# ---- uart_rx ----
uart_rx, met2 routing:
Drawn at 4 px/um.
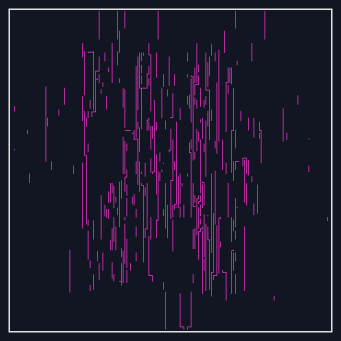

--- src/rtl/uart_rx.sv ---
// uart_rx: oversampled UART receiver (in: clk, rst, sample_tick, rx_enable, parity_enable, rx_in; out: rx_data_out, rx_valid, parity_error, framing_error, busy)
module uart_rx #(
  parameter int DATA_WIDTH = 8,
  parameter int OVERSAMPLE = 16
) (
  input  logic                  clk,
  input  logic                  rst,
  input  logic                  sample_tick,
  input  logic                  rx_enable,
  input  logic                  parity_enable,
  input  logic                  rx_in,
  output logic [DATA_WIDTH-1:0] rx_data_out,
  output logic                  rx_valid,
  output logic                  parity_error,
  output logic                  framing_error,
  output logic                  busy
);
  localparam int TW = $clog2(OVERSAMPLE);
  localparam int BW = DATA_WIDTH > 1 ? $clog2(DATA_WIDTH) : 1;
  localparam logic [2:0] IDLE = 3'd0, START = 3'd1, DATA = 3'd2, PARITY = 3'd3, STOP = 3'd4;
  logic [2:0] state;
  logic [1:0] sync;
  logic rx_s, armed, par_en, par_err, mid, last;
  logic [TW-1:0] tick_cnt;
  logic [BW-1:0] bit_cnt;
  logic [DATA_WIDTH-1:0] shift;
  assign rx_s = sync[1];
  assign mid  = sample_tick && tick_cnt == TW'(OVERSAMPLE / 2 - 1);
  assign last = sample_tick && tick_cnt == TW'(OVERSAMPLE - 1);
  assign busy = state != IDLE;
  always_ff @(posedge clk) begin
    if (rst) begin
      sync          <= 2'b11;
      state         <= IDLE;
      tick_cnt      <= '0;
      bit_cnt       <= '0;
      shift         <= '0;
      rx_data_out   <= '0;
      rx_valid      <= 1'b0;
      parity_error  <= 1'b0;
      framing_error <= 1'b0;
      armed         <= 1'b1;
      par_en        <= 1'b0;
      par_err       <= 1'b0;
    end else begin
      sync     <= {sync[0], rx_in};
      rx_valid <= 1'b0;
      if (state != IDLE && sample_tick) tick_cnt <= last ? '0 : tick_cnt + 1'b1;
      case (state)
        IDLE: begin
          armed <= rx_s | (armed & rx_enable);
          if (rx_enable && !rx_s && armed) begin
            state    <= START;
            tick_cnt <= '0;
            par_en   <= parity_enable;
          end
        end
        START: if (mid) begin
          state    <= rx_s ? IDLE : DATA;
          tick_cnt <= '0;
          bit_cnt  <= '0;
        end
        DATA: if (last) begin
          shift   <= {rx_s, shift[DATA_WIDTH-1:1]};
          bit_cnt <= bit_cnt + 1'b1;
          if (bit_cnt == BW'(DATA_WIDTH - 1)) state <= par_en ? PARITY : STOP;
        end
        PARITY: if (last) begin
          par_err <= rx_s ^ (^shift);
          state   <= STOP;
        end
        STOP: if (last) begin
          state         <= IDLE;
          rx_data_out   <= shift;
          rx_valid      <= 1'b1;
          framing_error <= !rx_s;
          parity_error  <= par_en & par_err;
          armed         <= 1'b1;
        end
        default: state <= IDLE;
      endcase
    end
  end
endmodule
--- config.mk ---
export PLATFORM = sky130hd
export DESIGN_NAME = uart_rx
export DESIGN_NICKNAME = d
export VERILOG_FILES = /design/src/rtl/uart_rx.sv
export SDC_FILE = /design/constraint.sdc
export NUM_CORES = 1
export LEC_CHECK = 0
export ABC_CLOCK_PERIOD_IN_PS = 2100
export CAP_MARGIN = 20
export CORE_MARGIN = 3
export CORE_UTILIZATION = 30
export DETAILED_ROUTE_END_ITERATION = 6
export GPL_ROUTABILITY_DRIVEN = 1
export PLACE_DENSITY_LB_ADDON = 0.2
export SYNTH_ARGS = -nofsm -noshare
export SYNTH_HDL_FRONTEND = slang
export SYNTH_SLANG_ARGS = --single-unit
export TNS_END_PERCENT = 50
--- constraint.sdc ---
create_clock -name clk -period 2.1 [get_ports clk]
set_clock_uncertainty 0.1 [all_clocks]
set_input_delay 0.21 -clock clk [delete_from_list [all_inputs] [get_ports clk]]
set_output_delay 0.21 -clock clk [all_outputs]
set_load 0.05 [all_outputs]
# ---- nibble_serial_adder_ctrl ----
`src/rtl/nibble_serial_adder_ctrl_pkg.sv`:
```
// Shared definitions for the nibble-serial adder controller: FSM encoding,
// nibble width and the index-width helper.
package nibble_serial_adder_ctrl_pkg;

   localparam int NIB_W = 4;

   typedef enum logic [1:0] {
      IDLE = 2'd0,
      RUN  = 2'd1,
      DONE = 2'd2
   } state_t;

   // Width of an index able to address n items; never narrower than 1 bit.
   function automatic int clog2(input int n);
      int r;
      r = 1;
      for (int unsigned i = 1; i < 32; i++) begin
         if ((64'd1 << i) < 64'(n)) r = int'(i) + 1;
      end
      return r;
   endfunction

endpackage

```
`src/rtl/nibble_serial_adder_ctrl_cla.sv`:
```
// 4-bit carry-lookahead adder; carries are computed in parallel from the
// generate/propagate terms rather than rippled.
module cla (
   input  logic [3:0] A,
   input  logic [3:0] B,
   input  logic       cin,
   output logic [3:0] S,
   output logic       cout
);

   logic [3:0] g;
   logic [3:0] p;
   logic [4:0] c;

   always_comb begin
      g = A & B;
      p = A ^ B;
      c[0] = cin;
      c[1] = g[0] | (p[0] & cin);
      c[2] = g[1] | (p[1] & g[0]) | (p[1] & p[0] & cin);
      c[3] = g[2] | (p[2] & g[1]) | (p[2] & p[1] & g[0])
           | (p[2] & p[1] & p[0] & cin);
      c[4] = g[3] | (p[3] & g[2]) | (p[3] & p[2] & g[1])
           | (p[3] & p[2] & p[1] & g[0])
           | (p[3] & p[2] & p[1] & p[0] & cin);
      S    = p ^ c[3:0];
      cout = c[4];
   end

endmodule

```
`src/rtl/nibble_serial_adder_ctrl.sv`:
```
// Nibble-serial adder: latches two W-bit operands, adds one nibble per cycle
// through a single 4-bit CLA, and holds the result until the consumer takes it.
module nibble_serial_adder_ctrl
   import nibble_serial_adder_ctrl_pkg::*;
#(
   parameter int N_NIB = 4
) (
   input  logic                     clk,
   input  logic                     rst_n,
   input  logic                     in_valid,
   output logic                     in_ready,
   input  logic [NIB_W*N_NIB-1:0]   a,
   input  logic [NIB_W*N_NIB-1:0]   b,
   input  logic                     cin,
   output logic                     out_valid,
   input  logic                     out_ready,
   output logic [NIB_W*N_NIB-1:0]   sum,
   output logic                     cout,
   output logic                     busy
);

   localparam int W     = NIB_W * N_NIB;
   localparam int IDX_W = clog2(N_NIB);

   state_t             state_q;
   state_t             state_d;
   logic [W-1:0]       a_q;
   logic [W-1:0]       b_q;
   logic [W-1:0]       sum_q;
   logic               carry_q;
   logic               cout_q;
   logic [IDX_W-1:0]   nib_idx;

   logic               accept;
   logic               step;
   logic               last;
   logic [NIB_W-1:0]   nib_a;
   logic [NIB_W-1:0]   nib_b;
   logic [NIB_W-1:0]   nib_s;
   logic               nib_c;

   always_ff @(posedge clk or negedge rst_n) begin
      if (!rst_n) state_q <= IDLE;
      else        state_q <= state_d;
   end

   always_comb begin
      state_d = state_q;
      accept  = 1'b0;
      step    = 1'b0;
      last    = 1'b0;
      case (state_q)
         IDLE: begin
            if (in_valid) begin
               accept  = 1'b1;
               state_d = RUN;
            end
         end
         RUN: begin
            step = 1'b1;
            if (nib_idx == IDX_W'(N_NIB - 1)) begin
               last    = 1'b1;
               state_d = DONE;
            end
         end
         DONE: begin
            if (out_ready) state_d = IDLE;
         end
         default: state_d = IDLE;
      endcase
   end

   // Mux the current nibble of each latched operand into the shared CLA.
   always_comb begin
      nib_a = '0;
      nib_b = '0;
      for (int unsigned i = 0; i < N_NIB; i++) begin
         if (nib_idx == IDX_W'(i)) begin
            nib_a = a_q[i*NIB_W +: NIB_W];
            nib_b = b_q[i*NIB_W +: NIB_W];
         end
      end
   end

   cla u_cla (
      .A    (nib_a),
      .B    (nib_b),
      .cin  (carry_q),
      .S    (nib_s),
      .cout (nib_c)
   );

   // The carry register is seeded with cin so the first nibble needs no special case.
   always_ff @(posedge clk or negedge rst_n) begin
      if (!rst_n) begin
         a_q     <= '0;
         b_q     <= '0;
         sum_q   <= '0;
         carry_q <= 1'b0;
         cout_q  <= 1'b0;
         nib_idx <= '0;
      end else if (accept) begin
         a_q     <= a;
         b_q     <= b;
         carry_q <= cin;
         nib_idx <= '0;
      end else if (step) begin
         for (int unsigned i = 0; i < N_NIB; i++) begin
            if (nib_idx == IDX_W'(i)) sum_q[i*NIB_W +: NIB_W] <= nib_s;
         end
         carry_q <= nib_c;
         if (last) begin
            cout_q  <= nib_c;
            nib_idx <= '0;
         end else begin
            nib_idx <= nib_idx + IDX_W'(1);
         end
      end
   end

   assign in_ready  = (state_q == IDLE);
   assign out_valid = (state_q == DONE);
   assign busy      = (state_q != IDLE);
   assign sum       = sum_q;
   assign cout      = cout_q;

endmodule

```
`config.mk`:
```
export PLATFORM = sky130hd
export DESIGN_NAME = nibble_serial_adder_ctrl
export DESIGN_NICKNAME = d
export VERILOG_FILES = /design/src/rtl/nibble_serial_adder_ctrl_pkg.sv /design/src/rtl/nibble_serial_adder_ctrl_cla.sv /design/src/rtl/nibble_serial_adder_ctrl.sv
export SDC_FILE = /design/constraint.sdc
export NUM_CORES = 1
export LEC_CHECK = 0
export CORE_AREA = 4 4 77 79
export CTS_BUF_LIST = sky130_fd_sc_hd__clkbuf_2
export DETAILED_ROUTE_END_ITERATION = 6
export DIE_AREA = 0 0 81 83
export GPL_TIMING_DRIVEN = 0
export PLACE_DENSITY = 0.88
export SLEW_MARGIN = 30
export SYNTH_ARGS = -nofsm -noshare
export SYNTH_HDL_FRONTEND = slang
export SYNTH_SLANG_ARGS = --single-unit
```
`constraint.sdc`:
```
create_clock -name clk -period 3.76 [get_ports clk]
set_input_delay 0.564 -clock clk [delete_from_list [all_inputs] [get_ports clk]]
set_output_delay 0.564 -clock clk [all_outputs]
set_load 0.01 [all_outputs]
```
# ---- fft_frame_collector ----
File: src/rtl/fft_frame_collector.sv
// fft_frame_collector: serial sample stream to 8-wide ping-pong frame for the 8-point FFT
//   clk, rst_n           : clock, async active-low reset
//   restart              : sync, drops the partially filled frame
//   s_valid/s_data/s_ready : sample input handshake
//   x0..x7               : held frame, oldest sample in x0
//   frame_valid/frame_ack: frame output handshake
//   frame_count          : frames presented, modulo 2^CNT_W
module fft_frame_collector #(
  parameter int DATA_W = 32,
  parameter int CNT_W  = 8
) (
  input  logic              clk,
  input  logic              rst_n,
  input  logic              restart,
  input  logic              s_valid,
  input  logic [DATA_W-1:0] s_data,
  output logic              s_ready,
  output logic [DATA_W-1:0] x0,
  output logic [DATA_W-1:0] x1,
  output logic [DATA_W-1:0] x2,
  output logic [DATA_W-1:0] x3,
  output logic [DATA_W-1:0] x4,
  output logic [DATA_W-1:0] x5,
  output logic [DATA_W-1:0] x6,
  output logic [DATA_W-1:0] x7,
  output logic              frame_valid,
  input  logic              frame_ack,
  output logic [CNT_W-1:0]  frame_count
);
  typedef enum logic {FILL, HOLD} state_e;
  state_e            state_q;
  logic [2:0]        wr_idx_q;
  logic [DATA_W-1:0] fill_q [8];
  logic [DATA_W-1:0] x_q [8];
  logic              frame_valid_q;
  logic [CNT_W-1:0]  frame_count_q;
  logic              out_free;
  logic              consume;
  assign out_free = !frame_valid_q | frame_ack;
  assign consume  = frame_valid_q & frame_ack;
  assign s_ready  = (state_q == FILL);
  always_ff @(posedge clk or negedge rst_n) begin
    if (!rst_n) begin
      state_q       <= FILL;
      wr_idx_q      <= '0;
      frame_valid_q <= 1'b0;
      frame_count_q <= '0;
      for (int i = 0; i < 8; i++) begin
        fill_q[i] <= '0;
        x_q[i]    <= '0;
      end
    end else begin
      // a consumed frame drops valid unless a new frame loads on this same edge
      if (consume) frame_valid_q <= 1'b0;
      if (restart) begin
        wr_idx_q <= '0;
        state_q  <= FILL;
      end else if (state_q == FILL) begin
        if (s_valid) begin
          fill_q[wr_idx_q] <= s_data;
          if (wr_idx_q == 3'd7 && out_free) begin
            // last sample bypasses the fill bank straight into x7
            for (int i = 0; i < 7; i++) x_q[i] <= fill_q[i];
            x_q[7]        <= s_data;
            frame_valid_q <= 1'b1;
            frame_count_q <= frame_count_q + CNT_W'(1);
            wr_idx_q      <= '0;
          end else if (wr_idx_q == 3'd7) begin
            state_q <= HOLD;
          end else begin
            wr_idx_q <= wr_idx_q + 3'd1;
          end
        end
      end else if (out_free) begin
        for (int i = 0; i < 8; i++) x_q[i] <= fill_q[i];
        frame_valid_q <= 1'b1;
        frame_count_q <= frame_count_q + CNT_W'(1);
        wr_idx_q      <= '0;
        state_q       <= FILL;
      end
    end
  end
  assign x0          = x_q[0];
  assign x1          = x_q[1];
  assign x2          = x_q[2];
  assign x3          = x_q[3];
  assign x4          = x_q[4];
  assign x5          = x_q[5];
  assign x6          = x_q[6];
  assign x7          = x_q[7];
  assign frame_valid = frame_valid_q;
  assign frame_count = frame_count_q;
endmodule

File: config.mk
export PLATFORM = sky130hd
export DESIGN_NAME = fft_frame_collector
export DESIGN_NICKNAME = d
export VERILOG_FILES = /design/src/rtl/fft_frame_collector.sv
export SDC_FILE = /design/constraint.sdc
export NUM_CORES = 1
export LEC_CHECK = 0
export ABC_CLOCK_PERIOD_IN_PS = 2850
export CAP_MARGIN = 20
export CORE_UTILIZATION = 51
export DETAILED_ROUTE_END_ITERATION = 7
export PLACE_DENSITY_LB_ADDON = 0.3
export SLEW_MARGIN = 10
export SYNTH_ARGS = -nofsm -noshare
export SYNTH_HDL_FRONTEND = slang
export SYNTH_SLANG_ARGS = --single-unit
File: constraint.sdc
create_clock -name clk -period 2.85 [get_ports clk]
set_clock_uncertainty 0.2 [all_clocks]
set_input_delay 0.4275 -clock clk [delete_from_list [all_inputs] [get_ports clk]]
set_output_delay 0.4275 -clock clk [all_outputs]
set_load 0.01 [all_outputs]
uart_rx, clock nets:
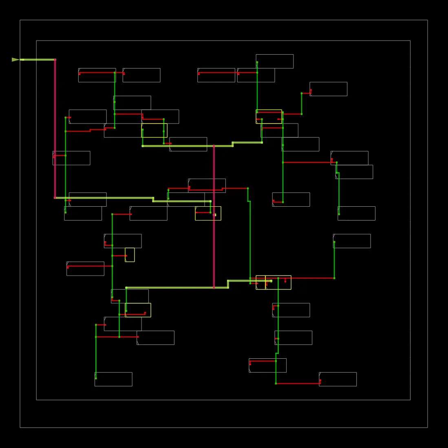
Late-Pin Clk Latency: 0.29 ns
Clk power: 0.461 mW
sequential cell count: 34

uart_rx, power grid:
Drawn at 4 px/um. Pins as bars on the die edge.
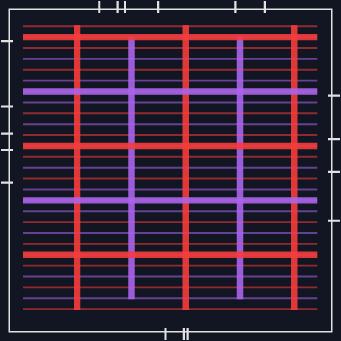
- VSS: red
- VDD: purple
- met5 straps: 5
- met1 rails: 27
Die H: 80.2 um
core area: 5200 um2
VDD IR max: 0.000485 V
die extent in x: 80.2 um

## Picture notes: 'met2 routing' of uart_rx
- main direction: vertical
- share of all routed wire: 42%
- wire length on this layer: 1510 um
- longest straight run: 22.8 um
Routed WL: 3640 um
met2 GRT Util: 0.181
DR vias: 1351

==> summary.txt, uart_rx <==
run metrics: OpenROAD warnings 26, Hold WS 0.313 ns, synthesized cell area 1650 um2, Mux area share 0.0182, Startpoint Class register, Main power group sequential cells, Reg area 681 um2, Pleak 0.698 nW, Root Buffer clkbuf_8, Post-synth regs 34, HPWL after DPL 2470 um, Worst Path Arrival 1.93 ns, post-DR wirelength/cell 13.1 um, PwrDens 960 nW/um2, Synth Net Count 196, Synth logic family simple AND/OR/NAND/NOR gates, antenna diode count 0, clock buf count 5, Signal buffers 26, status finished clean, clk tree area frac 0.0395, final cell utilization of the core 0.383, Seq area share 0.341, Seq share, synth 0.412, clk buf depth 2
-- uart_rx: final timing paths --
check,startpoint,to,slack [ns]
setup / recovery,state[2],rx_data_out[1],0.25
hold / removal,sync[0],sync[1],0.31
hold reg to reg,sync[0],sync[1],0.31
setup reg to reg,state[2],rx_data_out[1],0.25
-- uart_rx: routing by layer --
layer / GRT usage / wire (um)
met1: 0.180 / 1930
met2: 0.181 / 1510
met3: 0.0404 / 139
met4: 0.0456 / 55
met5: 0 / 0
-- uart_rx: registers in the layout, summed over array words and instances, names as in the netlist, 2 cells and up --
register	count
sync	2
state	3
bit_cnt	3
shift	8
tick_cnt	4
rx_data_out	8
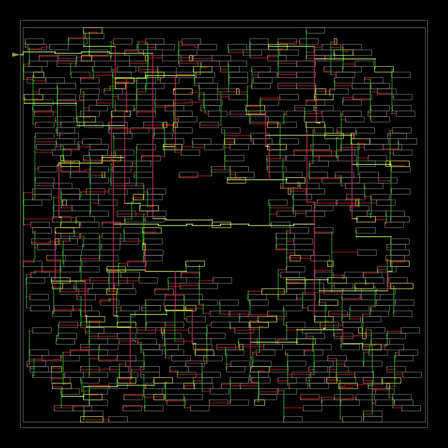
fft_frame_collector: clock nets
Clk power: 6.83 mW
clock buf count: 81

==> summary.txt, fft_frame_collector <==
run metrics: Final TNS setup 0 ns, status finished clean, post-DR wirelength/cell 21.3 um, Mux area share 0.289, Post-Layout Cell Count 2114, HPWL after DPL 29400 um, top cells by area, synth dfrtp_1 (66%), mux2_2 (27%), mux2i_1 (1.6%), buf_2 (0.91%), a21oi_1 (0.83%), Req. time, crit path 3.10 ns, worst path cell trace ha_1 -> ha_1 -> a21oi_1 -> nor3_4 -> buf_12 -> buf_4 -> mux2_2, global route overflow 0, number of flip-flops in the largest register 256, Non-Clock Buffer Area Fraction 0.146, DR vias 11300, Slew Limit Fails 0, Seq area share 0.512
fft_frame_collector: path summary, 6_finish.rpt:
| check | slack, ns | startpoint | endpoint |
|---|---|---|---|
| worst max-delay path | 0.28 | wr_idx_q[1] | x5[14] |
| worst max register to register | 0.28 | wr_idx_q[1] | x5[14] |
| worst min register to register | 0.28 | frame_count[7] | frame_count[7] |
| min in group clk | 0.28 | frame_count[7] | frame_count[7] |
| worst min-delay path | 0.19 | rst_n | frame_count[2] |
| max in group asynchronous | 1.33 | rst_n | state_q |
nibble_serial_adder_ctrl, placement density heat map:
Drawn at 4 px/um. 8 x 8 tiles, from black (low) to pale yellow (high), 0 to 100% covered.
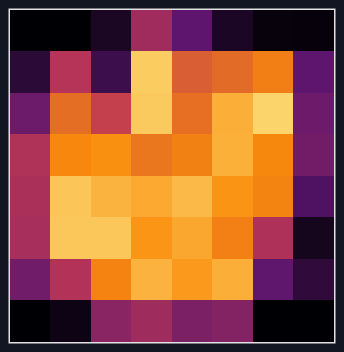
- tiles over 75% full: 28%
- densest ninth of the die: center
- nearly empty tiles: 9.4%
FP Util: 0.497
core area: 5340 um2
final cell utilization of the core: 0.636

==> summary.txt, nibble_serial_adder_ctrl <==
run metrics: synthesized cell area 2650 um2, Area growth syn-to-layout 28.0%, Tightest Hold Check Type in -> async, status finished clean, antenna diode count 0, Die H 83 um, Post-Route M1 WL 2430 um, clk buf depth 2, Top cell area share 0.509, internal power 1.87 mW, placed cell area 3330 um2, DR vias 1826, yosys warns 0, Worst path most repeated cell a21oi_1, met1 Use GR 0.231, delay of the slowest critical-path stage 0.49 ns, Post-CTS Hold Fix Bufs 0, post_cts resized 0, Power Sequential 1.06 mW, global route overflow 0
==> nibble_serial_adder_ctrl: cell type report <==
type                       count  area, um2  share of cell area
sequential                    54       1350               0.398
multi-input combinational    148       1180               0.347
timing repair buffer          57        586               0.172
buffer                        11       98.8              0.0291
tap                           72       90.1              0.0265
clock inverter                 2       37.5              0.0111
clock buffer                   6       30.0             0.00884
inverter                       6       22.5             0.00663

# ---- posit_regime_unpack_flat ----
posit_regime_unpack_flat, sequential cells colored by netlist name:
Drawn at 3 px/um.
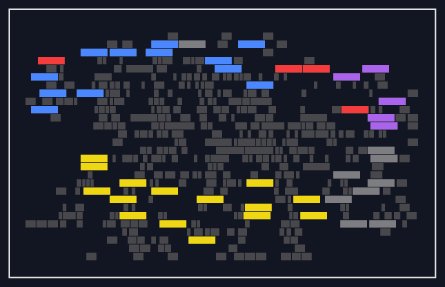

$ cat src/rtl/posit_regime_unpack_if.sv
// ============================================================================
// Module  : posit_regime_unpack_if
// Purpose : Input/output stream bundle for the posit field extractor.
// Rev     : 1.0  initial release
// ============================================================================
`default_nettype none
`timescale 1ns/1ps

interface posit_regime_unpack_if #(
    parameter int N  = 16,
    parameter int ES = 1
);
    localparam int KW = $clog2(N) + 1;
    localparam int RW = $clog2(N);
    localparam int FW = N - 3 - ES;
    localparam int EW = (ES > 0) ? ES : 1;

    logic                 in_valid;
    logic                 in_ready;
    logic [N-1:0]         in_posit;
    logic                 out_valid;
    logic                 out_ready;
    logic                 out_sign;
    logic                 out_zero;
    logic                 out_nar;
    logic signed [KW-1:0] out_k;
    logic [RW-1:0]        out_reg_len;
    logic [EW-1:0]        out_exp;
    logic [FW-1:0]        out_frac;

    modport slave (
        input  in_valid, in_posit, out_ready,
        output in_ready, out_valid, out_sign, out_zero, out_nar,
               out_k, out_reg_len, out_exp, out_frac
    );

    modport master (
        output in_valid, in_posit, out_ready,
        input  in_ready, out_valid, out_sign, out_zero, out_nar,
               out_k, out_reg_len, out_exp, out_frac
    );
endinterface

`default_nettype wire

$ cat src/rtl/posit_regime_unpack.sv
// ============================================================================
// Module  : posit_regime_unpack
// Purpose : Two-stage valid/ready posit field extractor (sign, flags, regime
//           k, regime length, exponent, left-aligned fraction).
// Rev     : 1.0  initial release
// ============================================================================
`default_nettype none
`timescale 1ns/1ps

module posit_regime_unpack #(
    parameter int N  = 16,
    parameter int ES = 1
) (
    input  logic                  clk,
    input  logic                  rst_n,
    posit_regime_unpack_if.slave  bus
);
    localparam int c_BW = N - 1;
    localparam int c_KW = $clog2(N) + 1;
    localparam int c_RW = $clog2(N);
    localparam int c_FW = N - 3 - ES;
    localparam int c_EW = (ES > 0) ? ES : 1;
    // Bits left after the shortest (2-bit) regime: exponent plus fraction.
    localparam int c_TW = N - 3;

    // ------------------------------------------------------------------
    // Handshake
    // ------------------------------------------------------------------
    logic w_s2_load;
    logic w_s1_load;

    logic r_s1_valid;
    logic r_s2_valid;

    assign w_s2_load    = !r_s2_valid || bus.out_ready;
    assign w_s1_load    = !r_s1_valid || w_s2_load;
    assign bus.in_ready = w_s1_load;

    // ------------------------------------------------------------------
    // Stage 1: flags and magnitude body
    // ------------------------------------------------------------------
    logic              r_s1_sign;
    logic              r_s1_zero;
    logic              r_s1_nar;
    logic [c_BW-1:0]   r_s1_body;

    logic              w_zero_in;
    logic              w_nar_in;
    logic [c_BW-1:0]   w_body_in;

    assign w_zero_in = (bus.in_posit == '0);
    assign w_nar_in  = (bus.in_posit == {1'b1, {(N-1){1'b0}}});
    // Low bits of a two's complement depend only on the low bits of the input.
    assign w_body_in = bus.in_posit[N-1]
                     ? (~bus.in_posit[c_BW-1:0] + {{(c_BW-1){1'b0}}, 1'b1})
                     : bus.in_posit[c_BW-1:0];

    always_ff @(posedge clk or negedge rst_n) begin
        if (!rst_n) begin
            r_s1_valid <= 1'b0;
            r_s1_sign  <= 1'b0;
            r_s1_zero  <= 1'b0;
            r_s1_nar   <= 1'b0;
            r_s1_body  <= '0;
        end else if (w_s1_load) begin
            r_s1_valid <= bus.in_valid;
            if (bus.in_valid) begin
                r_s1_sign <= bus.in_posit[N-1];
                r_s1_zero <= w_zero_in;
                r_s1_nar  <= w_nar_in;
                r_s1_body <= w_body_in;
            end
        end
    end

    // ------------------------------------------------------------------
    // Stage 2 decode: regime run, k, field alignment
    // ------------------------------------------------------------------
    logic                    w_r0;
    logic [c_BW-1:0]         w_run;
    logic [c_RW-1:0]         w_m;
    logic [c_RW-1:0]         w_reg_len;
    logic [c_RW-1:0]         w_shamt;
    logic [c_KW-1:0]         w_m_ext;
    logic signed [c_KW-1:0]  w_k;
    logic [c_TW-1:0]         w_fields;
    logic [c_EW-1:0]         w_exp;
    logic [c_FW-1:0]         w_frac;
    logic                    w_special;

    // Inverting when r0=1 turns the run into a leading-zero count.
    assign w_r0  = r_s1_body[c_BW-1];
    assign w_run = w_r0 ? ~r_s1_body : r_s1_body;

    always_comb begin : p_run_length
        logic found;
        found = 1'b0;
        w_m   = c_RW'(c_BW);
        for (int i = c_BW - 1; i >= 0; i--) begin
            if (!found && w_run[i]) begin
                w_m   = c_RW'(c_BW - 1 - i);
                found = 1'b1;
            end
        end
    end

    assign w_reg_len = (w_m == c_RW'(c_BW)) ? w_m : (w_m + c_RW'(1));
    assign w_m_ext   = {1'b0, w_m};
    assign w_k       = w_r0 ? $signed(w_m_ext - c_KW'(1))
                            : $signed(c_KW'(0) - w_m_ext);

    // Regime is at least 2 bits, so the fields start within the low c_TW
    // body bits; a full-length regime shifts everything out to zero.
    assign w_shamt  = w_reg_len - c_RW'(2);
    assign w_fields = r_s1_body[c_TW-1:0] << w_shamt;
    assign w_frac   = w_fields[c_FW-1:0];

    generate
        if (ES > 0) begin : g_exp_field
            assign w_exp = w_fields[c_TW-1 -: c_EW];
        end else begin : g_exp_none
            assign w_exp = '0;
        end
    endgenerate

    assign w_special = r_s1_zero || r_s1_nar;

    // ------------------------------------------------------------------
    // Stage 2 registers (drive the outputs directly)
    // ------------------------------------------------------------------
    logic                    r_out_sign;
    logic                    r_out_zero;
    logic                    r_out_nar;
    logic signed [c_KW-1:0]  r_out_k;
    logic [c_RW-1:0]         r_out_reg_len;
    logic [c_EW-1:0]         r_out_exp;
    logic [c_FW-1:0]         r_out_frac;

    always_ff @(posedge clk or negedge rst_n) begin
        if (!rst_n) begin
            r_s2_valid    <= 1'b0;
            r_out_sign    <= 1'b0;
            r_out_zero    <= 1'b0;
            r_out_nar     <= 1'b0;
            r_out_k       <= '0;
            r_out_reg_len <= '0;
            r_out_exp     <= '0;
            r_out_frac    <= '0;
        end else if (w_s2_load) begin
            r_s2_valid <= r_s1_valid;
            if (r_s1_valid) begin
                r_out_zero    <= r_s1_zero;
                r_out_nar     <= r_s1_nar;
                r_out_sign    <= w_special ? 1'b0 : r_s1_sign;
                r_out_k       <= w_special ? '0   : w_k;
                r_out_reg_len <= w_special ? '0   : w_reg_len;
                r_out_exp     <= w_special ? '0   : w_exp;
                r_out_frac    <= w_special ? '0   : w_frac;
            end
        end
    end

    assign bus.out_valid   = r_s2_valid;
    assign bus.out_sign    = r_out_sign;
    assign bus.out_zero    = r_out_zero;
    assign bus.out_nar     = r_out_nar;
    assign bus.out_k       = r_out_k;
    assign bus.out_reg_len = r_out_reg_len;
    assign bus.out_exp     = r_out_exp;
    assign bus.out_frac    = r_out_frac;

endmodule

`default_nettype wire

$ cat src/flat_wrapper.sv
// flat-port wrapper written by rule: the top's interface ports become plain ports
module posit_regime_unpack_flat 
#(
    parameter int N  = 16,
    parameter int ES = 1
)
  (clk, rst_n, bus_in_valid, bus_in_posit, bus_out_ready, bus_in_ready, bus_out_valid, bus_out_sign, bus_out_zero, bus_out_nar, bus_out_k, bus_out_reg_len, bus_out_exp, bus_out_frac);
  posit_regime_unpack_if #(.N(N), .ES(ES)) bus_i ();
  input  logic clk;
  input  logic rst_n;
  input wire logic [$bits(bus_i.in_valid)-1:0] bus_in_valid;
  input wire logic [$bits(bus_i.in_posit)-1:0] bus_in_posit;
  input wire logic [$bits(bus_i.out_ready)-1:0] bus_out_ready;
  output wire logic [$bits(bus_i.in_ready)-1:0] bus_in_ready;
  output wire logic [$bits(bus_i.out_valid)-1:0] bus_out_valid;
  output wire logic [$bits(bus_i.out_sign)-1:0] bus_out_sign;
  output wire logic [$bits(bus_i.out_zero)-1:0] bus_out_zero;
  output wire logic [$bits(bus_i.out_nar)-1:0] bus_out_nar;
  output wire logic [$bits(bus_i.out_k)-1:0] bus_out_k;
  output wire logic [$bits(bus_i.out_reg_len)-1:0] bus_out_reg_len;
  output wire logic [$bits(bus_i.out_exp)-1:0] bus_out_exp;
  output wire logic [$bits(bus_i.out_frac)-1:0] bus_out_frac;
  assign bus_i.in_valid = bus_in_valid;
  assign bus_i.in_posit = bus_in_posit;
  assign bus_i.out_ready = bus_out_ready;
  assign bus_in_ready = bus_i.in_ready;
  assign bus_out_valid = bus_i.out_valid;
  assign bus_out_sign = bus_i.out_sign;
  assign bus_out_zero = bus_i.out_zero;
  assign bus_out_nar = bus_i.out_nar;
  assign bus_out_k = bus_i.out_k;
  assign bus_out_reg_len = bus_i.out_reg_len;
  assign bus_out_exp = bus_i.out_exp;
  assign bus_out_frac = bus_i.out_frac;
  posit_regime_unpack #(.N(N), .ES(ES)) u_core (.clk(clk), .rst_n(rst_n), .bus(bus_i));
endmodule
$ cat config.mk
export PLATFORM = sky130hd
export DESIGN_NAME = posit_regime_unpack_flat
export DESIGN_NICKNAME = d
export VERILOG_FILES = /design/src/rtl/posit_regime_unpack_if.sv /design/src/rtl/posit_regime_unpack.sv /design/src/flat_wrapper.sv
export SDC_FILE = /design/constraint.sdc
export NUM_CORES = 1
export LEC_CHECK = 0
export CAP_MARGIN = 0
export CORE_ASPECT_RATIO = 0.6
export CORE_MARGIN = 5
export CORE_UTILIZATION = 30
export DETAILED_ROUTE_END_ITERATION = 10
export PLACE_DENSITY = 0.5
export SLEW_MARGIN = 0
export SYNTH_ARGS = -nofsm -noshare
export SYNTH_HDL_FRONTEND = slang
export SYNTH_SLANG_ARGS = --single-unit
$ cat constraint.sdc
create_clock -name clk -period 4.7 [get_ports clk]
set_input_delay 0.47 -clock clk [delete_from_list [all_inputs] [get_ports clk]]
set_output_delay 0.47 -clock clk [all_outputs]
set_load 0.01 [all_outputs]
# ---- hamming_stream_encoder ----
[config.mk]
export PLATFORM = sky130hd
export DESIGN_NAME = hamming_stream_encoder
export DESIGN_NICKNAME = d
export VERILOG_FILES = /design/src/rtl/hamming_stream_encoder.sv
export SDC_FILE = /design/constraint.sdc
export NUM_CORES = 1
export LEC_CHECK = 0
export CORE_ASPECT_RATIO = 1.2
export CORE_MARGIN = 4
export CORE_UTILIZATION = 48
export CTS_CLUSTER_SIZE = 10
export DETAILED_ROUTE_END_ITERATION = 6
export HOLD_SLACK_MARGIN = 0.02
export PLACE_DENSITY_LB_ADDON = 0.1
export SLEW_MARGIN = 20
export SYNTH_ARGS = -nofsm -noshare
export SYNTH_HDL_FRONTEND = slang
export SYNTH_SLANG_ARGS = --single-unit
[constraint.sdc]
create_clock -name clk -period 1.89 [get_ports clk]
set_input_delay 0.4725 -clock clk [delete_from_list [all_inputs] [get_ports clk]]
set_output_delay 0.4725 -clock clk [all_outputs]
set_load 0.02 [all_outputs]
[src/rtl/hamming_stream_encoder.sv]
// Streaming Hamming(7,4) encoder: one byte in, two codewords out (low nibble first).
// Optional single-bit error injector on the inj_pos port, enabled by HAMMING_ERR_INJECT_EN.
module hamming_stream_encoder #(
   parameter int unsigned CNT_W = 16
) (
   input  logic             clk,
   input  logic             rst_n,
   input  logic [7:0]       in_data,
   input  logic             in_valid,
   output logic             in_ready,
   output logic [6:0]       codeword,
   output logic             cw_valid,
   input  logic             cw_ready,
`ifdef HAMMING_ERR_INJECT_EN
   input  logic [2:0]       inj_pos,
`endif
   output logic [CNT_W-1:0] cw_count
);

   typedef enum logic [1:0] {
      S_EMPTY,
      S_LO,
      S_HI
   } state_e;

   state_e           state_q;
   logic [3:0]       hi_nib_q;
   logic [6:0]       codeword_q;
   logic             cw_valid_q;
   logic [CNT_W-1:0] cnt_q;

   logic [6:0]       inj_mask;
   logic [6:0]       lo_cw_d;
   logic [6:0]       hi_cw_d;
   logic             in_accept;
   logic             out_hs;

   // Bit order matches Hamming positions 1..7: p1 p2 d0 p4 d1 d2 d3.
   function automatic logic [6:0] enc(input logic [3:0] d);
      return {d[3], d[2], d[1], d[1] ^ d[2] ^ d[3], d[0], d[0] ^ d[2] ^ d[3], d[0] ^ d[1] ^ d[3]};
   endfunction

   always_comb begin
      inj_mask = '0;
`ifdef HAMMING_ERR_INJECT_EN
      if (inj_pos != 3'd0) inj_mask = 7'(7'd1 << (inj_pos - 3'd1));
`endif
   end

   always_comb begin
      lo_cw_d = enc(in_data[3:0]) ^ inj_mask;
      hi_cw_d = enc(hi_nib_q) ^ inj_mask;
   end

   always_comb begin
      in_ready = 1'b0;
      case (state_q)
         S_EMPTY: in_ready = 1'b1;
         S_HI:    in_ready = cw_ready;
         default: in_ready = 1'b0;
      endcase
   end

   assign in_accept = in_valid & in_ready;
   assign out_hs    = cw_valid_q & cw_ready;

   always_ff @(posedge clk or negedge rst_n) begin
      if (!rst_n) begin
         state_q    <= S_EMPTY;
         hi_nib_q   <= '0;
         codeword_q <= '0;
         cw_valid_q <= 1'b0;
         cnt_q      <= '0;
      end else begin
         if (out_hs) cnt_q <= cnt_q + CNT_W'(1);
         case (state_q)
            S_EMPTY: begin
               if (in_accept) begin
                  codeword_q <= lo_cw_d;
                  hi_nib_q   <= in_data[7:4];
                  cw_valid_q <= 1'b1;
                  state_q    <= S_LO;
               end
            end
            S_LO: begin
               if (out_hs) begin
                  codeword_q <= hi_cw_d;
                  state_q    <= S_HI;
               end
            end
            S_HI: begin
               // in_ready tracks cw_ready here, so an accept always coincides with a handoff.
               if (out_hs) begin
                  if (in_accept) begin
                     codeword_q <= lo_cw_d;
                     hi_nib_q   <= in_data[7:4];
                     state_q    <= S_LO;
                  end else begin
                     cw_valid_q <= 1'b0;
                     state_q    <= S_EMPTY;
                  end
               end
            end
            default: begin
               cw_valid_q <= 1'b0;
               state_q    <= S_EMPTY;
            end
         endcase
      end
   end

   assign codeword = codeword_q;
   assign cw_valid = cw_valid_q;
   assign cw_count = cnt_q;

endmodule
# ---- rbm_avm_master ----
<file path="config.mk">
export PLATFORM = sky130hd
export DESIGN_NAME = rbm_avm_master
export DESIGN_NICKNAME = d
export VERILOG_FILES = /design/src/rtl/rbm_avm_pkg.sv /design/src/rtl/rbm_avm_delay_counter.sv /design/src/rtl/rbm_avm_master.sv
export SDC_FILE = /design/constraint.sdc
export NUM_CORES = 1
export LEC_CHECK = 0
export CORE_AREA = 5 5 401 403
export DETAILED_ROUTE_END_ITERATION = 16
export DIE_AREA = 0 0 406 408
export SLEW_MARGIN = 40
export SYNTH_ARGS = -nofsm -noshare
export SYNTH_HDL_FRONTEND = slang
export SYNTH_SLANG_ARGS = --single-unit
</file>
<file path="constraint.sdc">
create_clock -name clk -period 5.8 [get_ports clk]
set_input_delay 0.87 -clock clk [delete_from_list [all_inputs] [get_ports clk]]
set_output_delay 0.87 -clock clk [all_outputs]
set_load 0.05 [all_outputs]
</file>
<file path="src/rtl/rbm_avm_pkg.sv">
// rbm_avm_pkg: shared state encoding and counter widths for the RBM Avalon-MM master
package rbm_avm_pkg;

    typedef enum logic [2:0] {
        IDLE,
        WRITE,
        SETTLE,
        READ,
        WAIT_DATA,
        RESP
    } state_e;

    localparam int SETTLE_W = 8;
    localparam int LAT_W    = 4;
    localparam int TMO_W    = 8;

    // Counter reload value: the FSM leaves SETTLE/WAIT_DATA on the edge it sees zero,
    // so n waiting cycles need a reload of n-1.
    function automatic logic [SETTLE_W-1:0] ld_val(input int n);
        return (n > 0) ? SETTLE_W'(n - 1) : '0;
    endfunction

endpackage

</file>
<file path="src/rtl/rbm_avm_delay_counter.sv">
// rbm_avm_delay_counter: loadable down-counter with a zero flag, shared by SETTLE and WAIT_DATA
module rbm_avm_delay_counter
    import rbm_avm_pkg::*;
#(
    parameter int W = SETTLE_W
) (
    input  logic         clk,
    input  logic         reset,
    input  logic         load_i,
    input  logic [W-1:0] load_val_i,
    input  logic         en_i,
    output logic         zero_o
);

    logic [W-1:0] cnt_q, cnt_d;

    assign zero_o = cnt_q == '0;

    // Load takes priority; otherwise count down while enabled and stop at zero
    always_comb cnt_d = load_i ? load_val_i : (en_i && !zero_o) ? cnt_q - W'(1) : cnt_q;

    // Count register
    always_ff @(posedge clk) cnt_q <= reset ? '0 : cnt_d;

endmodule

</file>
<file path="src/rtl/rbm_avm_master.sv">
// rbm_avm_master: command/response to Avalon-MM bridge: write one word, settle, read it back.
// Optional waitrequest watchdog enabled by defining RBM_AVM_TIMEOUT_EN.
module rbm_avm_master
    import rbm_avm_pkg::*;
#(
    parameter int DATA_WIDTH     = 256,
    parameter int ADDR_WIDTH     = 4,
    parameter int SETTLE_CYCLES  = 3,
    parameter int READ_LATENCY   = 2,
    parameter int TIMEOUT_CYCLES = 255
) (
    input  logic                  clk,
    input  logic                  reset,
    input  logic                  cmd_valid,
    output logic                  cmd_ready,
    input  logic [ADDR_WIDTH-1:0] cmd_addr,
    input  logic [DATA_WIDTH-1:0] cmd_data,
    output logic                  rsp_valid,
    input  logic                  rsp_ready,
    output logic [DATA_WIDTH-1:0] rsp_data,
    output logic                  rsp_error,
    output logic                  busy,
    output logic [ADDR_WIDTH-1:0] avm_m0_address,
    output logic                  avm_m0_write,
    output logic [DATA_WIDTH-1:0] avm_m0_writedata,
    output logic                  avm_m0_read,
    input  logic [DATA_WIDTH-1:0] avm_m0_readdata,
    input  logic                  avm_m0_waitrequest
);

    localparam logic [SETTLE_W-1:0] SET_LD = ld_val(SETTLE_CYCLES);
    localparam logic [SETTLE_W-1:0] LAT_LD = ld_val(READ_LATENCY);

    state_e                state_q;
    logic [ADDR_WIDTH-1:0] addr_q;
    logic [DATA_WIDTH-1:0] wdata_q;
    logic [DATA_WIDTH-1:0] rsp_data_q;
    logic                  write_q;
    logic                  read_q;
    logic                  rsp_valid_q;
    logic                  dly_load;
    logic                  dly_en;
    logic                  dly_zero;
    logic [SETTLE_W-1:0]   dly_val;
    logic                  tmo_hit;

    assign cmd_ready        = (state_q == IDLE) && !reset;
    assign busy             = state_q != IDLE;
    assign rsp_valid        = rsp_valid_q;
    assign rsp_data         = rsp_data_q;
    assign avm_m0_address   = addr_q;
    assign avm_m0_write     = write_q;
    assign avm_m0_writedata = wdata_q;
    assign avm_m0_read      = read_q;

    // Delay counter is loaded on the same edge the slave accepts a strobe
    always_comb begin
        dly_load = (state_q == WRITE || state_q == READ) && !avm_m0_waitrequest;
        dly_val  = (state_q == WRITE) ? SET_LD : LAT_LD;
        dly_en   = state_q == SETTLE || state_q == WAIT_DATA;
    end

    rbm_avm_delay_counter #(.W(SETTLE_W)) u_dly (
        .clk        (clk),
        .reset      (reset),
        .load_i     (dly_load),
        .load_val_i (dly_val),
        .en_i       (dly_en),
        .zero_o     (dly_zero)
    );

`ifdef RBM_AVM_TIMEOUT_EN
    localparam logic [TMO_W-1:0] TMO_LAST = (TIMEOUT_CYCLES > 0) ? TMO_W'(TIMEOUT_CYCLES - 1) : '0;

    logic [TMO_W-1:0] tmo_q;
    logic             rsp_error_q;
    logic             stall;

    assign stall     = (state_q == WRITE || state_q == READ) && avm_m0_waitrequest;
    assign tmo_hit   = stall && tmo_q == TMO_LAST;
    assign rsp_error = rsp_error_q;

    // Stall watchdog; clears whenever the stall ends, which covers every state change
    always_ff @(posedge clk) begin
        tmo_q       <= (reset || !stall || tmo_hit) ? '0 : tmo_q + TMO_W'(1);
        rsp_error_q <= reset ? 1'b0 : tmo_hit ? 1'b1 : (state_q == RESP && rsp_ready) ? 1'b0 : rsp_error_q;
    end
`else
    assign tmo_hit   = 1'b0;
    assign rsp_error = 1'b0;
`endif

    // Transaction FSM with registered strobes and response
    always_ff @(posedge clk) begin
        if (reset) begin
            state_q     <= IDLE;
            addr_q      <= '0;
            wdata_q     <= '0;
            write_q     <= 1'b0;
            read_q      <= 1'b0;
            rsp_valid_q <= 1'b0;
            rsp_data_q  <= '0;
        end else begin
            case (state_q)
                IDLE: begin
                    if (cmd_valid) begin
                        addr_q  <= cmd_addr;
                        wdata_q <= cmd_data;
                        write_q <= 1'b1;
                        state_q <= WRITE;
                    end
                end
                WRITE: begin
                    if (tmo_hit) begin
                        write_q     <= 1'b0;
                        rsp_valid_q <= 1'b1;
                        rsp_data_q  <= '0;
                        state_q     <= RESP;
                    end else if (!avm_m0_waitrequest) begin
                        write_q <= 1'b0;
                        if (SETTLE_CYCLES == 0) begin
                            read_q  <= 1'b1;
                            state_q <= READ;
                        end else begin
                            state_q <= SETTLE;
                        end
                    end
                end
                SETTLE: begin
                    if (dly_zero) begin
                        read_q  <= 1'b1;
                        state_q <= READ;
                    end
                end
                READ: begin
                    if (tmo_hit) begin
                        read_q      <= 1'b0;
                        rsp_valid_q <= 1'b1;
                        rsp_data_q  <= '0;
                        state_q     <= RESP;
                    end else if (!avm_m0_waitrequest) begin
                        read_q <= 1'b0;
                        if (READ_LATENCY == 0) begin
                            rsp_data_q  <= avm_m0_readdata;
                            rsp_valid_q <= 1'b1;
                            state_q     <= RESP;
                        end else begin
                            state_q <= WAIT_DATA;
                        end
                    end
                end
                WAIT_DATA: begin
                    if (dly_zero) begin
                        rsp_data_q  <= avm_m0_readdata;
                        rsp_valid_q <= 1'b1;
                        state_q     <= RESP;
                    end
                end
                RESP: begin
                    if (rsp_ready) begin
                        rsp_valid_q <= 1'b0;
                        state_q     <= IDLE;
                    end
                end
                default: state_q <= IDLE;
            endcase
        end
    end

    a_excl: assert property (@(posedge clk) disable iff (reset) !(avm_m0_read && avm_m0_write));

`ifndef RBM_AVM_TIMEOUT_EN
    a_wr_hold: assert property (@(posedge clk) disable iff (reset)
        avm_m0_write && avm_m0_waitrequest |=> avm_m0_write && $stable(avm_m0_address) && $stable(avm_m0_writedata));
    a_rd_hold: assert property (@(posedge clk) disable iff (reset)
        avm_m0_read && avm_m0_waitrequest |=> avm_m0_read && $stable(avm_m0_address));
`endif

endmodule

</file>
# ---- odev_display_scan ----
===== config.mk =====
export PLATFORM = sky130hd
export DESIGN_NAME = odev_display_scan
export DESIGN_NICKNAME = d
export VERILOG_FILES = /design/src/rtl/odev_display_pkg.sv /design/src/rtl/odev_display_scan_hex7seg.sv /design/src/rtl/odev_display_scan.sv
export SDC_FILE = /design/constraint.sdc
export NUM_CORES = 1
export LEC_CHECK = 0
export CORE_MARGIN = 5
export CORE_UTILIZATION = 56
export CTS_CLUSTER_SIZE = 8
export DETAILED_ROUTE_END_ITERATION = 12
export HOLD_SLACK_MARGIN = 0.05
export PLACE_DENSITY = 0.95
export SETUP_SLACK_MARGIN = 0.3
export SYNTH_ARGS = -nofsm -noshare
export SYNTH_HDL_FRONTEND = slang
export SYNTH_SLANG_ARGS = --single-unit

===== constraint.sdc =====
create_clock -name clk -period 6.98 [get_ports clk]
set_clock_uncertainty 0.05 [all_clocks]
set_input_delay 1.745 -clock clk [delete_from_list [all_inputs] [get_ports clk]]
set_output_delay 1.745 -clock clk [all_outputs]
set_load 0.01 [all_outputs]

===== src/rtl/odev_display_pkg.sv =====
// Shared constants and helpers for the output-device 7-segment scanner.
package odev_display_pkg;

  localparam int unsigned NUM_DIGITS = 6;
  localparam logic [6:0]  SEG_OFF    = 7'h7F;

  // Active-low {g,f,e,d,c,b,a} patterns; entry n is the glyph for hex digit n.
  localparam logic [15:0][6:0] HEX_SEG = {
    7'h0E, 7'h06, 7'h21, 7'h46, 7'h03, 7'h08, 7'h10, 7'h00,
    7'h78, 7'h02, 7'h12, 7'h19, 7'h30, 7'h24, 7'h79, 7'h40
  };

  function automatic int unsigned cnt_width(input int unsigned prescale);
    return (prescale <= 1) ? 1 : $clog2(prescale);
  endfunction

endpackage


===== src/rtl/odev_display_scan_hex7seg.sv =====
// Combinational hex nibble to active-low 7-segment decoder with blanking.
module hex7seg
  import odev_display_pkg::*;
(
  input  logic [3:0] i_hex,
  input  logic       i_blank,
  output logic [6:0] o_seg
);

  assign o_seg = i_blank ? SEG_OFF : HEX_SEG[i_hex];

endmodule


===== src/rtl/odev_display_scan.sv =====
// Scans three output-device bytes onto a 6-digit multiplexed common-anode display,
// snapshotting the bytes once per frame and blanking between digit slots.
module odev_display_scan
  import odev_display_pkg::*;
#(
  parameter int unsigned PRESCALE     = 1000,
  parameter int unsigned BLANK_CYCLES = 16
) (
  input  logic       clk,
  input  logic       rst,
  input  logic [7:0] odev0,
  input  logic [7:0] odev1,
  input  logic [7:0] odev2,
  input  logic       lz_blank_en,
  input  logic       freeze,
  output logic [5:0] an_bar,
  output logic [6:0] seg_bar,
  output logic       frame_tick
);

  localparam int unsigned CW = cnt_width(PRESCALE);

  logic [CW-1:0] r_cnt;
  logic [2:0]    r_dig;
  logic [23:0]   r_snap;
  logic [5:0]    r_an_bar;
  logic [6:0]    r_seg_bar;
  logic          r_frame_tick;

  logic          w_frame_start;
  logic          w_cnt_last;
  logic          w_blank_phase;
  logic [3:0]    w_nibble;
  logic [5:0]    w_zero;
  logic [5:0]    w_upper_zero;
  logic          w_lz_digit;
  logic          w_dec_blank;
  logic [6:0]    w_seg;

  assign w_frame_start = (r_cnt == '0) && (r_dig == 3'd0);
  assign w_cnt_last    = (r_cnt == CW'(PRESCALE - 1));
  assign w_blank_phase = (r_cnt < CW'(BLANK_CYCLES));

  // w_upper_zero[i] is set when snapshot digits 5..i are all zero.
  always_comb begin
    w_zero       = '0;
    w_upper_zero = '0;
    for (int i = 0; i < NUM_DIGITS; i++) begin
      w_zero[i] = (r_snap[4*i +: 4] == 4'h0);
    end
    w_upper_zero[5] = w_zero[5];
    for (int i = NUM_DIGITS - 2; i >= 0; i--) begin
      w_upper_zero[i] = w_zero[i] & w_upper_zero[i+1];
    end
  end

  always_comb begin
    w_nibble   = r_snap[3:0];
    w_lz_digit = 1'b0;
    unique case (r_dig)
      3'd0: begin w_nibble = r_snap[3:0];   w_lz_digit = 1'b0;            end
      3'd1: begin w_nibble = r_snap[7:4];   w_lz_digit = w_upper_zero[1]; end
      3'd2: begin w_nibble = r_snap[11:8];  w_lz_digit = w_upper_zero[2]; end
      3'd3: begin w_nibble = r_snap[15:12]; w_lz_digit = w_upper_zero[3]; end
      3'd4: begin w_nibble = r_snap[19:16]; w_lz_digit = w_upper_zero[4]; end
      default: begin w_nibble = r_snap[23:20]; w_lz_digit = w_upper_zero[5]; end
    endcase
  end

  assign w_dec_blank = w_blank_phase | (lz_blank_en & w_lz_digit);

  hex7seg u_hex7seg (
    .i_hex   (w_nibble),
    .i_blank (w_dec_blank),
    .o_seg   (w_seg)
  );

  always_ff @(posedge clk) begin
    if (rst) begin
      r_cnt        <= '0;
      r_dig        <= 3'd0;
      r_snap       <= '0;
      r_an_bar     <= 6'h3F;
      r_seg_bar    <= SEG_OFF;
      r_frame_tick <= 1'b0;
    end else begin
      if (w_cnt_last) begin
        r_cnt <= '0;
        r_dig <= (r_dig == 3'd5) ? 3'd0 : r_dig + 3'd1;
      end else begin
        r_cnt <= r_cnt + CW'(1);
      end
      if (w_frame_start && !freeze) begin
        r_snap <= {odev2, odev1, odev0};
      end
      r_frame_tick <= w_frame_start;
      r_an_bar     <= w_blank_phase ? 6'h3F : ~(6'd1 << r_dig);
      r_seg_bar    <= w_seg;
    end
  end

  assign an_bar     = r_an_bar;
  assign seg_bar    = r_seg_bar;
  assign frame_tick = r_frame_tick;

endmodule

rbm_avm_master, clock nets:
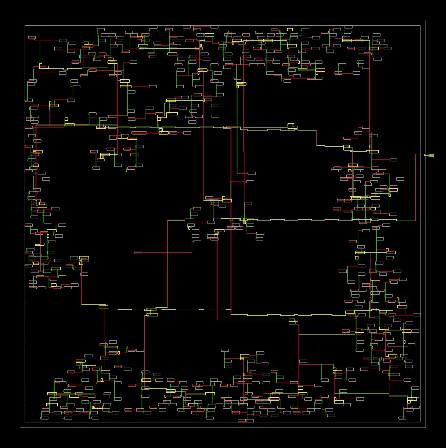
Clk power: 4.59 mW
Late-Pin Clk Latency: 0.66 ns
CTS Sinks: 530
clock buf count: 96

rbm_avm_master, sequential cells colored by netlist name:
Drawn at 1 px/um.
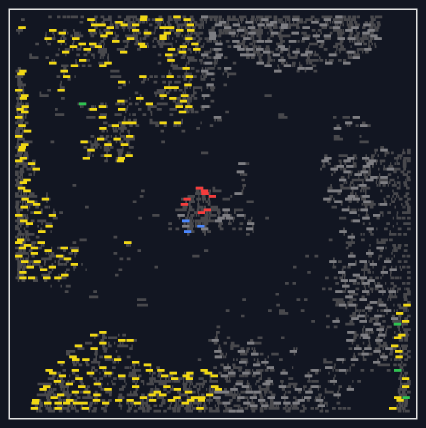
- `u_dly.cnt_q`: red (flops 8; where center)
- `avm_m0_address`: green (flops 4)
- `state_q`: blue (flops 3)
- `avm_m0_writedata`: yellow (flops 256)
Seq area share: 0.319
final cell utilization of the core: 0.212
Reg area: 10600 um2
Power Sequential: 3.91 mW

==> summary.txt, rbm_avm_master <==
run metrics: vias in the first global route 19500, post_cts resized 0, Met2 Wirelength 62300 um, VDD IR max 0.000209 V, CP Class reg -> out, post-DR wirelength/cell 25.3 um, simple share 0.223, Sw Pwr 3.27 mW, core area 157000 um2, met3 wire length 17500 um, worst path cell trace nor3_1 -> inv_1 -> nor2_1 -> clkdlybuf4s50_1, hold endpoint avm_m0_writedata[169], Post-Layout Cell Count 5436, status finished clean, Synth Net Count 2854, Main synth FF type dfxtp_1
[rbm_avm_master: synthesized netlist by cell type, types with 3 or more instances]
library cell	n	area share
nand2_1	1037	0.21
dfxtp_1	530	0.58
a21oi_1	525	0.14
clkbuf_1	122	0.025
buf_2	29	0.0079
buf_6	26	0.016
nor2_1	6	0.0012
or4_1	6	0.0024
inv_1	5	0.0010
nand2b_1	4	0.0014
o21ai_0	4	0.0011
o31ai_1	4	0.0016
a211oi_1	3	0.0012
nor2b_1	3	0.0010
nor3_1	3	0.00081
odev_display_scan, placement density heat map:
Drawn at 4 px/um. 8 x 8 tiles, from black (low) to pale yellow (high), 0 to 100% covered.
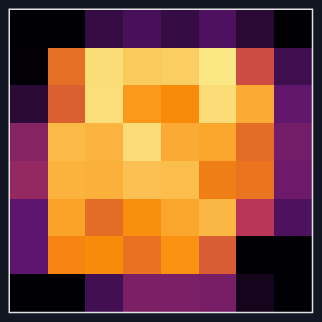
- nearly empty tiles: 14%
- fullest tile: 95%
- mean over tiles: 50%
FP Util: 0.586
core area: 4090 um2
final cell utilization of the core: 0.710

==> summary.txt, odev_display_scan <==
run metrics: Post-synth EDFFs 0, H-tree Lvls 2, asr flop ratio synth 0, Reg clk slew, reported paths 0.09 ns, vias in the first global route 1919, Compound-Gate Fraction of Synth Area 0.111, Die H 75.4 um, Vias/cell 5.72, PwrDens 203 nW/um2, Post-synth regs 51, Sw Pwr 0.141 mW, Worst path top cell family by delay AND-OR/OR-AND gates, Tightest Pin Transition 0.714 ns, Startpoint Class primary input, Synth Net Count 291, Power Sequential 0.313 mW, buffers added on ports 41, status finished clean, CP Class in -> reg, top cells by area, synth dfxtp_1 (43%), mux2i_1 (14%), nor2_1 (8.0%), ha_1 (4.2%), o221ai_1 (1.8%), Tightest Hold Check Type reg -> reg, OpenROAD warnings 31
odev_display_scan: metal layers:
metal / vias to the layer above / GRT usage / part of all wire
li1: 968 / - / -
met1: 913 / 0.249 / 0.42
met2: 62 / 0.331 / 0.50
met3: 12 / 0.0633 / 0.059
met4: 0 / 0.0874 / 0.018
met5: - / 0 / 0
odev_display_scan: area by class of cell:
type | count | share of cell area
repair buffers | 42 | 0.144
multi-input cells | 185 | 0.438
inverters | 7 | 0.00905
clock inverters | 1 | 0.0103
flip-flops and latches | 51 | 0.352
clock buffers | 6 | 0.0250
well taps | 50 | 0.0216
posit_regime_unpack_flat, power grid:
Drawn at 3 px/um. Pins as bars on the die edge.
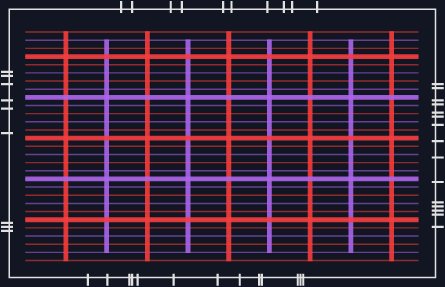
- VDD: purple
- VSS: red
- rows: 28
- met4 straps: 9
- signal pins: 47
- met5 straps: 5
VDD IR max: 0.000239 V
die extent in x: 142 um
core area: 9980 um2
Die H: 89.0 um

posit_regime_unpack_flat, clock nets:
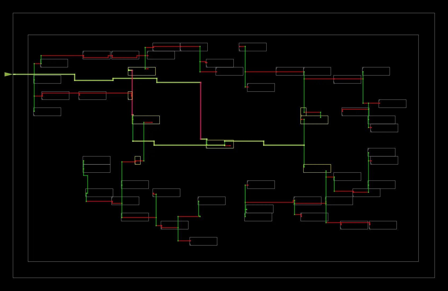
TritonCTS buffer count: 5
CTS Sinks: 45
Clk power: 0.343 mW
Late-Pin Clk Latency: 0.29 ns
sequential cell count: 45

## Picture notes: 'sequential cells colored by netlist name' of posit_regime_unpack_flat
- `u_core.r_s1_body`: yellow (flops 15)
- `u_core.bus.out_frac`: blue (flops 12)
- `u_core.bus.out_reg_len`: red (flops 4)
- `u_core.bus.out_k`: purple (flops 5)
- not colored: 9
Power Sequential: 0.570 mW
Seq area share: 0.287

==> summary.txt, posit_regime_unpack_flat <==
run metrics: worst path cell trace or4_4 -> o22a_4 -> o311ai_4 -> a21bo_4 -> nand2_1 -> inv_1 -> ha_1 -> inv_1 -> a221oi_4 -> nand2_1 -> nor2_1 -> mux2_2 -> inv_2 -> ha_1 -> nand2_1 -> a41oi_1 -> buf_4 -> a211oi_4 -> nand2_2 -> o41ai_2 -> a31o_1, Tot Pwr 2.07 mW, Reg area 1130 um2, initial antenna violation count 0, CP Launch Point u_core.r_s1_body[6], number of fill cells in the layout 1024, Routed WL 8620 um, Sw Pwr 0.873 mW, CP Class reg -> reg, IO Count 47, Non-Clock Buffer Area Fraction 0.149, Clk pwr share 0.165, fin nets 430, Root Buffer clkbuf_16, post-DR wirelength/cell 15.9 um, Adder Share, Synth 0.0201, combinational share of cell area 0.476, Max Cap Viol 0, vias in the first global route 2750, status finished clean, Top cell area share 0.361, Routed Antenna Nets 0, Max Used Layer met4, Post-synth EDFFs 0
-- posit_regime_unpack_flat: Yosys cell counts, types with 4 or more instances --
library cell / n
nor2_1: 13
a21oi_1: 17
a22o_1: 4
a21boi_0: 4
nand2b_1: 7
nor3_1: 6
ha_1: 5
inv_1: 9
nand2_1: 61
a31oi_1: 4
clkbuf_1: 14
mux2i_1: 13
o22ai_1: 4
xor2_1: 13
o21ai_0: 41
nand3_1: 5
o31ai_1: 8
dfrtp_1: 45
or3_1: 6
hamming_stream_encoder, clock nets:
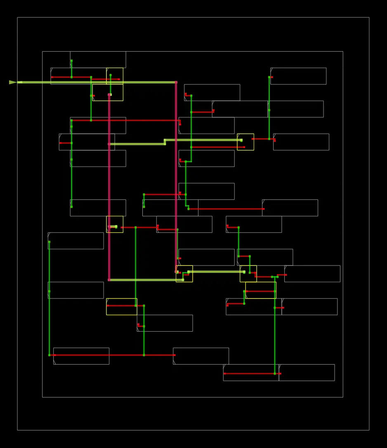
TritonCTS buffer count: 5
Late-Pin Clk Latency: 0.33 ns

==> summary.txt, hamming_stream_encoder <==
run metrics: final setup margin 0.0453 ns, OpenROAD warnings 26, most frequent cells in the layout dfrtp_1 (30), clkdlybuf4s50_1 (22), nand2_1 (21), GRT busiest layer met2, core area 2840 um2, worst path cell trace clkdlybuf4s50_1, Sw Pwr 1.16 mW, Mapped Avg Cell Area 10.8 um2, Routed WL 3000 um, status finished clean, Post-synth regs 30, sw frac 0.395, Max Freq 542 MHz, asr flop ratio synth 1.00, number of flip-flops in the largest register 16, post-DR wirelength/cell 14.0 um, final instance area 1970 um2, CP Class reg -> out
hamming_stream_encoder: stage by stage:
step | util | setup TNS [ns]
2_1_floorplan | - | 0
3_3_place_gp | 0.663 | -0.891
3_5_place_dp | 0.663 | -1.15
4_1_cts | 0.687 | 0
5_1_grt | 0.693 | 0
6_report | 0.693 | 0
hamming_stream_encoder: power groups by stage:
stage | clock network [mW] | registers [mW] | logic [mW]
floorplan | 0 | 1.26 | 0.702
global placement | 0 | 1.10 | 1.38
detailed placement | 0 | 1.12 | 1.42
CTS | 0.492 | 1.11 | 1.38
global route | 0.519 | 1.15 | 1.48
finish | 0.475 | 1.10 | 1.35


## Gallery

Met2 routing.
(a)
Drawn at 2 px/um.
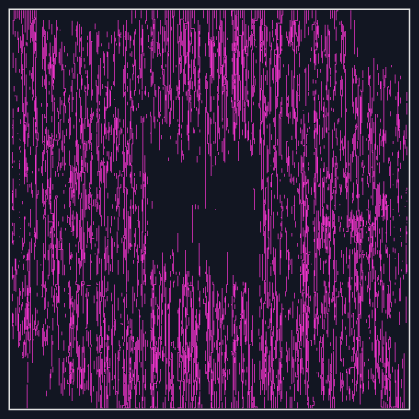
(b)
Drawn at 3 px/um.
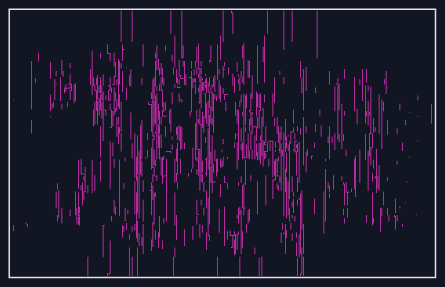
(c)
Drawn at 4 px/um.
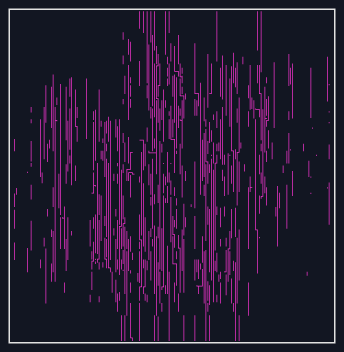
(d)
Drawn at 1 px/um.
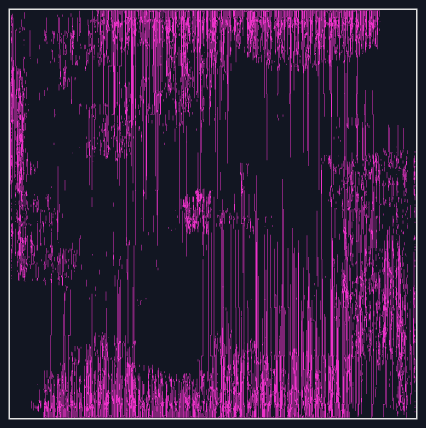
(e)
Drawn at 4 px/um.
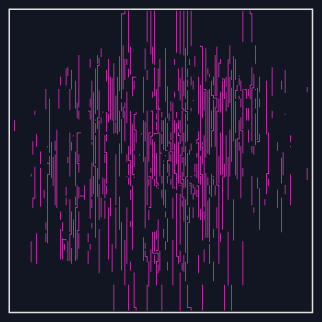
(f)
Drawn at 6 px/um.
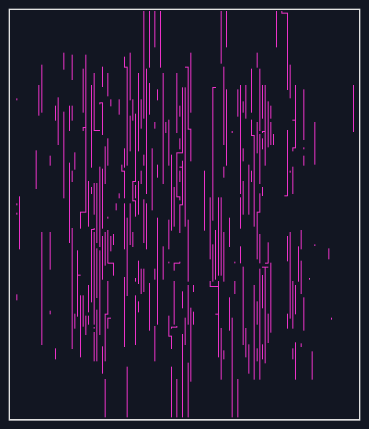
(a): fft_frame_collector
(f): hamming_stream_encoder
(b): posit_regime_unpack_flat
(e): odev_display_scan
(c): nibble_serial_adder_ctrl
(d): rbm_avm_master
- largest die: (d)
- smallest die: (f)

Key to (a):
- longest straight run: 61.3 um
- share of all routed wire: 48%
- main direction: vertical
- nets with wire on the layer: 1549
- wire length on this layer: 21.8 mm


==> layout pictures side by side <==
Power grid.
shot_01.png
Drawn at 1 px/um. Pins as bars on the die edge.
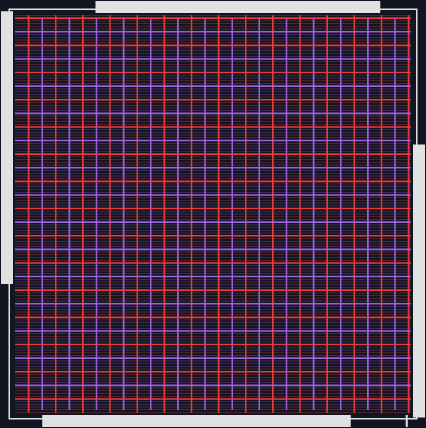
shot_02.png
Drawn at 4 px/um. Pins as bars on the die edge.
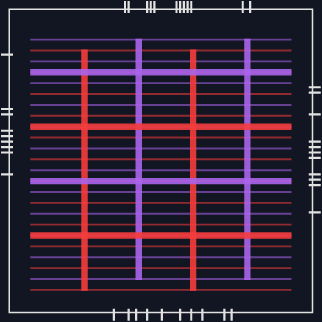
shot_03.png
Drawn at 4 px/um. Pins as bars on the die edge.
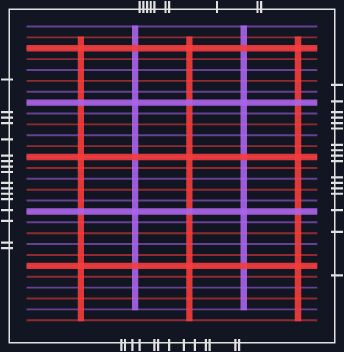
shot_04.png
Drawn at 2 px/um. Pins as bars on the die edge.
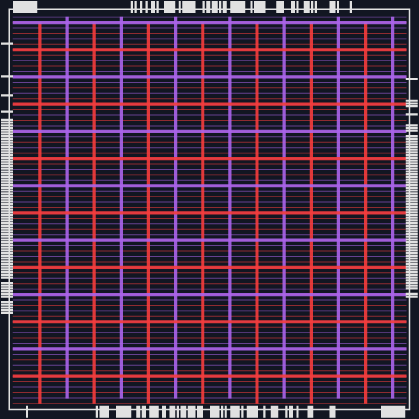
shot_05.png
Drawn at 6 px/um. Pins as bars on the die edge.
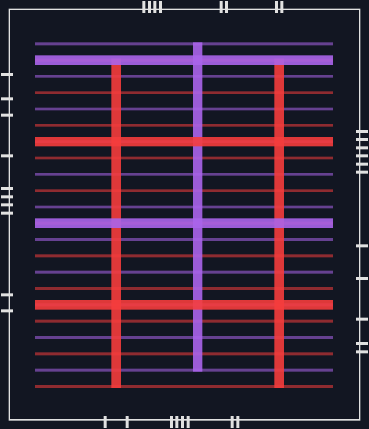
- rbm_avm_master = shot_01.png
- odev_display_scan = shot_02.png
- hamming_stream_encoder = shot_05.png
- nibble_serial_adder_ctrl = shot_03.png
- fft_frame_collector = shot_04.png
Of these, largest die: shot_01.png
Of these, smallest die: shot_05.png

Key to shot_04.png:
- VDD: purple
- VSS: red
- met1 rails: 72
- signal pins: 303
- met4 straps: 14
- rows: 71

Power and IR drop assume default switching activity.
